=== apb_initiator ===
apb_initiator/met2.png
Scale: 4 px per micron.
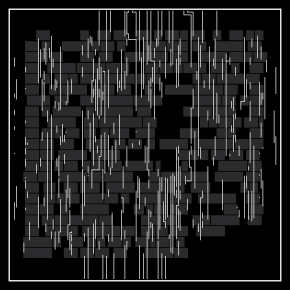

## config.mk

```make
export PLATFORM = sky130hd
export DESIGN_NAME = apb_initiator
export DESIGN_NICKNAME = d
export VERILOG_FILES = /design/src/rtl/apb_pkg.sv /design/src/rtl/apb_initiator.sv
export SDC_FILE = /design/constraint.sdc
export NUM_CORES = 1
export LEC_CHECK = 0
export CAP_MARGIN = 20
export CORE_MARGIN = 3
export CORE_UTILIZATION = 47
export CTS_BUF_LIST = sky130_fd_sc_hd__clkbuf_8
export CTS_CLUSTER_SIZE = 10
export DETAILED_ROUTE_END_ITERATION = 10
export PLACE_DENSITY = 0.92
export SETUP_SLACK_MARGIN = 0.5
export SLEW_MARGIN = 10
export SYNTH_ARGS = -nofsm -noshare
export SYNTH_HDL_FRONTEND = slang
export SYNTH_SLANG_ARGS = --single-unit
```

## constraint.sdc

```tcl
create_clock -name clk -period 3.6 [get_ports clk]
set_input_delay 0.72 -clock clk [delete_from_list [all_inputs] [get_ports clk]]
set_output_delay 0.72 -clock clk [all_outputs]
set_load 0.01 [all_outputs]
```

## src/rtl/apb_pkg.sv

```systemverilog
// Shared APB definitions for the 16-bit address / 8-bit data I/O bus.
// Used by the initiator and by future APB responders.
package apb_pkg;

  localparam int APB_ADDR_W = 16;
  localparam int APB_DATA_W = 8;

  typedef enum logic [1:0] {
    IDLE,
    SETUP,
    ACCESS,
    RESP
  } apb_init_state_e;

  typedef struct packed {
    logic [APB_ADDR_W-1:0] addr;
    logic [APB_DATA_W-1:0] wdata;
    logic                  write;
  } apb_req_t;

endpackage

```

## src/rtl/apb_initiator.sv

```systemverilog
// Single-outstanding APB initiator: valid/ready request -> SETUP/ACCESS -> response.
// Optional ACCESS timeout enabled by defining APB_INITIATOR_TIMEOUT_EN.
module apb_initiator
  import apb_pkg::*;
#(
  parameter int TIMEOUT_CYCLES = 255
) (
  input  logic                  clk,
  input  logic                  rst,
  input  logic                  req_valid,
  output logic                  req_ready,
  input  logic [APB_ADDR_W-1:0] req_addr,
  input  logic [APB_DATA_W-1:0] req_wdata,
  input  logic                  req_write,
  output logic                  rsp_valid,
  input  logic                  rsp_ready,
  output logic [APB_DATA_W-1:0] rsp_rdata,
  output logic                  rsp_error,
  output logic [APB_ADDR_W-1:0] apb_if_paddr,
  output logic [APB_DATA_W-1:0] apb_if_pwdata,
  output logic                  apb_if_pwrite,
  output logic                  apb_if_psel,
  output logic                  apb_if_penable,
  input  logic [APB_DATA_W-1:0] apb_if_prdata,
  input  logic                  apb_if_pready
);

  apb_init_state_e state;
  apb_init_state_e state_nxt;
  apb_req_t        req_q;
  logic            accept;
  logic            done;
  logic            expire;

  assign accept = (state == IDLE) && req_valid && req_ready;
  assign done   = (state == ACCESS) && apb_if_pready;

  always_comb begin
    state_nxt = state;
    unique case (state)
      IDLE: begin
        if (accept) state_nxt = SETUP;
      end
      SETUP: begin
        state_nxt = ACCESS;
      end
      ACCESS: begin
        if (done || expire) state_nxt = RESP;
      end
      RESP: begin
        if (rsp_ready) state_nxt = IDLE;
      end
      default: begin
        state_nxt = IDLE;
      end
    endcase
  end

  // Handshake and APB strobes are registered decodes of the next state
  always_ff @(posedge clk) begin
    if (rst) begin
      state          <= IDLE;
      req_ready      <= 1'b1;
      apb_if_psel    <= 1'b0;
      apb_if_penable <= 1'b0;
      rsp_valid      <= 1'b0;
    end else begin
      state          <= state_nxt;
      req_ready      <= (state_nxt == IDLE);
      apb_if_psel    <= (state_nxt == SETUP) ||
                        (state_nxt == ACCESS);
      apb_if_penable <= (state_nxt == ACCESS);
      rsp_valid      <= (state_nxt == RESP);
    end
  end

  always_ff @(posedge clk) begin
    if (rst) begin
      req_q     <= '0;
      rsp_rdata <= '0;
    end else begin
      if (accept) begin
        req_q.addr  <= req_addr;
        req_q.wdata <= req_wdata;
        req_q.write <= req_write;
      end
      if (done) begin
        rsp_rdata <= req_q.write ? '0 : apb_if_prdata;
      end else if (expire) begin
        rsp_rdata <= '1;
      end
    end
  end

  assign apb_if_paddr  = req_q.addr;
  assign apb_if_pwdata = req_q.wdata;
  assign apb_if_pwrite = req_q.write;

`ifdef APB_INITIATOR_TIMEOUT_EN
  localparam int CNT_W = $clog2(TIMEOUT_CYCLES + 1);
  localparam logic [CNT_W-1:0] CNT_LAST =
    CNT_W'(TIMEOUT_CYCLES - 1);

  logic [CNT_W-1:0] cnt;
  logic             err_q;

  // Expiry fires on the last permitted wait cycle; pready then wins
  assign expire = (state == ACCESS) && !apb_if_pready &&
                  (cnt == CNT_LAST);

  always_ff @(posedge clk) begin
    if (rst) begin
      cnt   <= '0;
      err_q <= 1'b0;
    end else begin
      if (state == SETUP) begin
        cnt <= '0;
      end else if ((state == ACCESS) && !apb_if_pready) begin
        cnt <= cnt + 1'b1;
      end
      if (done) begin
        err_q <= 1'b0;
      end else if (expire) begin
        err_q <= 1'b1;
      end
    end
  end

  assign rsp_error = err_q;
`else
  assign expire    = 1'b0;
  assign rsp_error = 1'b0;
`endif

endmodule
```

=== calc_entry_ctrl ===
===== src/rtl/calc_entry_ctrl.sv =====
// Keypad entry controller for a two-operand BCD calculator: collects digits and
// operators, hands operand pairs to an external ALU and drives the display.
module calc_entry_ctrl #(
    parameter int NDIG = 4
) (
    input  logic              clk,
    input  logic              rst,
    input  logic              btn_press,
    input  logic              is_num,
    input  logic              is_op,
    input  logic              is_eq,
    input  logic [3:0]        num_val,
    input  logic [1:0]        op_val,
    output logic              alu_req,
    output logic [4*NDIG-1:0] alu_a,
    output logic [4*NDIG-1:0] alu_b,
    output logic              alu_a_neg,
    output logic [1:0]        alu_op,
    input  logic              alu_ack,
    input  logic [4*NDIG-1:0] alu_result,
    input  logic              alu_neg,
    input  logic              alu_ovf,
    output logic [4*NDIG-1:0] disp_val,
    output logic              disp_neg,
    output logic              disp_err,
    output logic              busy
);

    // state   | meaning
    // ENTER_A | collecting digits of operand A
    // OP_WAIT | operator latched, waiting for first digit of B
    // ENTER_B | collecting digits of operand B
    // EXEC    | ALU request outstanding, keys discarded
    // SHOW    | result displayed as A
    // ERR     | overflow reported, next key clears everything
    typedef enum logic [2:0] {ENTER_A, OP_WAIT, ENTER_B, EXEC, SHOW, ERR} state_t;

    localparam int W  = 4 * NDIG;
    localparam int CW = $clog2(NDIG + 1);

    state_t          state_q, state_d;
    logic [W-1:0]    a_q, a_d, b_q, b_d;
    logic [CW-1:0]   cnt_a_q, cnt_a_d, cnt_b_q, cnt_b_d;
    logic [1:0]      op_q, op_d, pend_q, pend_d;
    logic            chain_q, chain_d;
    logic            a_neg_q, a_neg_d;
    logic            btn_q;

    logic            alu_req_q, alu_req_d;
    logic [W-1:0]    alu_a_q, alu_b_q, disp_val_q, disp_val_d;
    logic            alu_a_neg_q, disp_neg_q, disp_neg_d, disp_err_q, busy_q;
    logic [1:0]      alu_op_q;

    logic            ev, key_num, key_op, key_eq, num_zero;

    assign ev       = btn_press & ~btn_q;
    assign key_num  = ev & is_num;
    assign key_op   = ev & ~is_num & is_op & ((op_val == 2'd1) || (op_val == 2'd2));
    assign key_eq   = ev & ~is_num & ~is_op & is_eq;
    assign num_zero = (num_val == 4'd0);

    always_comb begin
        state_d = state_q;
        a_d     = a_q;
        b_d     = b_q;
        cnt_a_d = cnt_a_q;
        cnt_b_d = cnt_b_q;
        op_d    = op_q;
        pend_d  = pend_q;
        chain_d = chain_q;
        a_neg_d = a_neg_q;
        case (state_q)
            ENTER_A: begin
                if (key_num) begin
                    // leading zeros leave both operand and count untouched
                    if (!(num_zero && a_q == '0) && cnt_a_q < CW'(NDIG)) begin
                        a_d     = {a_q[W-5:0], num_val};
                        cnt_a_d = cnt_a_q + CW'(1);
                    end
                end else if (key_op) begin
                    op_d    = op_val;
                    state_d = OP_WAIT;
                end
            end
            OP_WAIT: begin
                if (key_num) begin
                    b_d     = W'(num_val);
                    cnt_b_d = num_zero ? CW'(0) : CW'(1);
                    state_d = ENTER_B;
                end else if (key_op) begin
                    op_d = op_val;
                end
            end
            ENTER_B: begin
                if (key_num) begin
                    if (!(num_zero && b_q == '0) && cnt_b_q < CW'(NDIG)) begin
                        b_d     = {b_q[W-5:0], num_val};
                        cnt_b_d = cnt_b_q + CW'(1);
                    end
                end else if (key_op) begin
                    pend_d  = op_val;
                    chain_d = 1'b1;
                    state_d = EXEC;
                end else if (key_eq) begin
                    chain_d = 1'b0;
                    state_d = EXEC;
                end
            end
            EXEC: begin
                if (alu_ack) begin
                    chain_d = 1'b0;
                    if (alu_ovf) begin
                        state_d = ERR;
                    end else begin
                        a_d     = alu_result;
                        a_neg_d = alu_neg;
                        cnt_a_d = CW'(NDIG);
                        if (chain_q) begin
                            op_d    = pend_q;
                            state_d = OP_WAIT;
                        end else begin
                            state_d = SHOW;
                        end
                    end
                end
            end
            SHOW: begin
                if (key_num) begin
                    a_d     = W'(num_val);
                    a_neg_d = 1'b0;
                    cnt_a_d = num_zero ? CW'(0) : CW'(1);
                    state_d = ENTER_A;
                end else if (key_op) begin
                    op_d    = op_val;
                    state_d = OP_WAIT;
                end
            end
            ERR: begin
                if (ev) begin
                    a_d     = '0;
                    b_d     = '0;
                    a_neg_d = 1'b0;
                    cnt_a_d = '0;
                    cnt_b_d = '0;
                    state_d = ENTER_A;
                end
            end
            default: state_d = ENTER_A;
        endcase

        alu_req_d  = (state_d == EXEC);
        disp_val_d = (state_d == ENTER_B) ? b_d : a_d;
        disp_neg_d = (state_d == ENTER_B) ? 1'b0 : a_neg_d;
    end

    always_ff @(posedge clk) begin
        if (rst) begin
            state_q     <= ENTER_A;
            a_q         <= '0;
            b_q         <= '0;
            cnt_a_q     <= '0;
            cnt_b_q     <= '0;
            op_q        <= '0;
            pend_q      <= '0;
            chain_q     <= 1'b0;
            a_neg_q     <= 1'b0;
            btn_q       <= 1'b1;
            alu_req_q   <= 1'b0;
            alu_a_q     <= '0;
            alu_b_q     <= '0;
            alu_a_neg_q <= 1'b0;
            alu_op_q    <= '0;
            disp_val_q  <= '0;
            disp_neg_q  <= 1'b0;
            disp_err_q  <= 1'b0;
            busy_q      <= 1'b0;
        end else begin
            state_q     <= state_d;
            a_q         <= a_d;
            b_q         <= b_d;
            cnt_a_q     <= cnt_a_d;
            cnt_b_q     <= cnt_b_d;
            op_q        <= op_d;
            pend_q      <= pend_d;
            chain_q     <= chain_d;
            a_neg_q     <= a_neg_d;
            btn_q       <= btn_press;
            alu_req_q   <= alu_req_d;
            alu_a_q     <= a_d;
            alu_b_q     <= b_d;
            alu_a_neg_q <= a_neg_d;
            alu_op_q    <= op_d;
            disp_val_q  <= disp_val_d;
            disp_neg_q  <= disp_neg_d;
            disp_err_q  <= (state_d == ERR);
            busy_q      <= (state_d == EXEC);
        end
    end

    assign alu_req   = alu_req_q;
    assign alu_a     = alu_a_q;
    assign alu_b     = alu_b_q;
    assign alu_a_neg = alu_a_neg_q;
    assign alu_op    = alu_op_q;
    assign disp_val  = disp_val_q;
    assign disp_neg  = disp_neg_q;
    assign disp_err  = disp_err_q;
    assign busy      = busy_q;

endmodule

===== config.mk =====
export PLATFORM = sky130hd
export DESIGN_NAME = calc_entry_ctrl
export DESIGN_NICKNAME = d
export VERILOG_FILES = /design/src/rtl/calc_entry_ctrl.sv
export SDC_FILE = /design/constraint.sdc
export NUM_CORES = 1
export LEC_CHECK = 0
export CAP_MARGIN = 25
export CORE_MARGIN = 10
export CORE_UTILIZATION = 50
export CTS_CLUSTER_SIZE = 28
export DETAILED_ROUTE_END_ITERATION = 10
export HOLD_SLACK_MARGIN = 0.08
export PLACE_DENSITY = 0.89
export SYNTH_ARGS = -nofsm -noshare
export SYNTH_HDL_FRONTEND = slang
export SYNTH_SLANG_ARGS = --single-unit

===== constraint.sdc =====
create_clock -name clk -period 4.2 [get_ports clk]
set_clock_uncertainty 0.15 [all_clocks]
set_input_delay 1.05 -clock clk [delete_from_list [all_inputs] [get_ports clk]]
set_output_delay 1.05 -clock clk [all_outputs]
set_load 0.005 [all_outputs]

apb_initiator/final_congestion.png
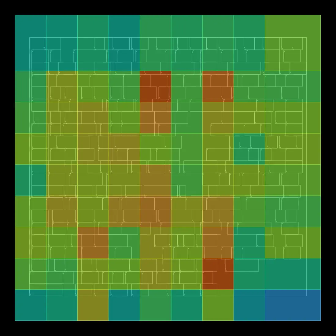
wire per inst: 11.80 microns
met3 usage: 7.654%
grt met1 use: 19.20%
fin util: 74.76%

Notes on apb_initiator/met2.png above:
nets with wire on the layer	223
longest straight run	29.6 microns
share of all routed wire	46%
wire length on this layer	1,570 microns
main direction	vertical

==> impl_metrics.py, apb_initiator <==
# Generated from Yosys and OpenROAD reports
metrics = {
    "critical_path": {
        "reg2reg_slack_ps": 1880,
        "path_depth": 5,
        "crit_path_cell_trace": "clkdlybuf4s50_1, and3b_1, or3_1, ha_1, nor2b_1",
    },
    "cells_and_area": {
        "combGateArea_sq_um": 909.6,
    },
    "sta": {
        "layout_setup_ws_ps": 1429,
        "period_minus_slack_ps": 2171,
    },
    "synthesis": {
        "ys_cells": 171,
        "edf_count": 0,
        "top_cell_area_share_pct": 43.88,
    },
    "power": {
        "powerSeq_mw": 0.497,
        "combPwrFrac_pct": 23.4,
    },
    "global_routing": {
        "grt_start_max_net_pins": 73,
    },
    "outcome": {
        "outcome": "complete, no violations",
    },
    "routing": {
        "wl_met3_microns": 272,
        "drt-total-wl_microns": 3388,
    },
}
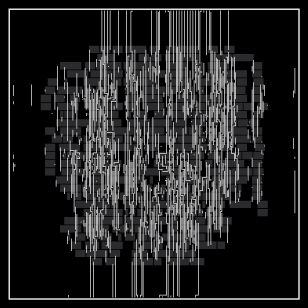
calc_entry_ctrl/met2.png
Scale: 3 px per micron.
wire length on this layer	4,310 microns
share of all routed wire	46%

==> impl_metrics.py, calc_entry_ctrl <==
# Generated from Yosys and OpenROAD reports
metrics = {
    "cells_and_area": {
        "comb_share_pct": 36.01,
        "final_cell_area_sq_mm": 0.003989,
        "layout.nets": 432,
        "drive_gt1_share_pct": 8.168,
        "layout_top_cell": "clkdlybuf4s50_1",
        "final-clk-cell-share_pct": 4.517,
        "syn2layout_area_growth_pct": 37.77,
    },
    "outcome": {
        "outcome": "complete, no violations",
    },
    "sta": {
        "worstMarginPinSlew_ps": 627.6,
        "rsz0062_at_grt": "false",
    },
    "routing": {
        "wl_met3_microns": 1220,
        "wl_met1_microns": 3559,
    },
    "power": {
        "powerSeq_mw": 0.643,
        "cellLeakagePower_nw": 1.492,
    },
    "critical_path": {
        "setup.worst_path.start_class": "primary input",
        "crit_path_cell_trace": "clkdlybuf4s50_1, nand3b_4, mux2_2, a311oi_1, nor2b_1, buf_4, and3_1, a211oi_1",
        "r2r-end": "disp_val[7]$_SDFF_PP0_",
    },
    "synthesis": {
        "netlist_logic_family_top": "AND-OR/OR-AND gates",
        "syn_area_sq_mm": 0.002895,
        "synth.most_common_cell": "dfxtp_1",
        "top_cell_area_share_pct": 46.33,
    },
    "min_path": {
        "worstHoldPathCells": 2,
        "hp-start": "cnt_a_q[1]$_SDFFE_PP0P_",
    },
    "floorplanning": {
        "die_width_microns": 96.10,
        "coreArea_sq_mm": 0.005574,
    },
    "cts": {
        "numCtsBuffers": 9,
    },
    "global_routing": {
        "grt_pass1_vias": 2725,
    },
}


==> screenshots <==
Gate families picked out.
(a)
Scale: 6 px per micron.
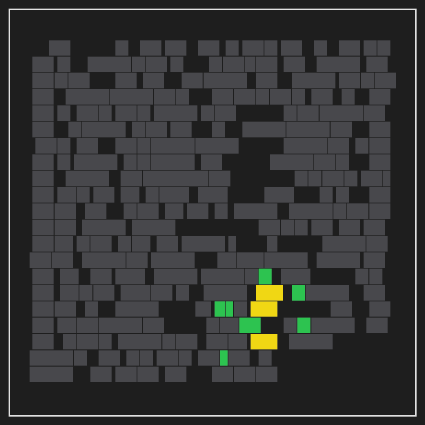
(b)
Scale: 4 px per micron.
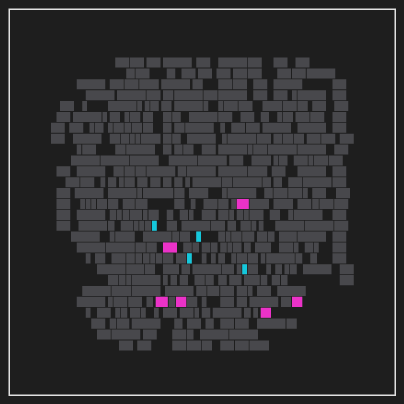
- largest die: (b)
- most cells: (b)
(a): apb_initiator
(b): calc_entry_ctrl

Key to (a):
family	colour	cells
NOR gates	green	7
adder and majority cells	yellow	3

Power and IR drop assume default switching activity.
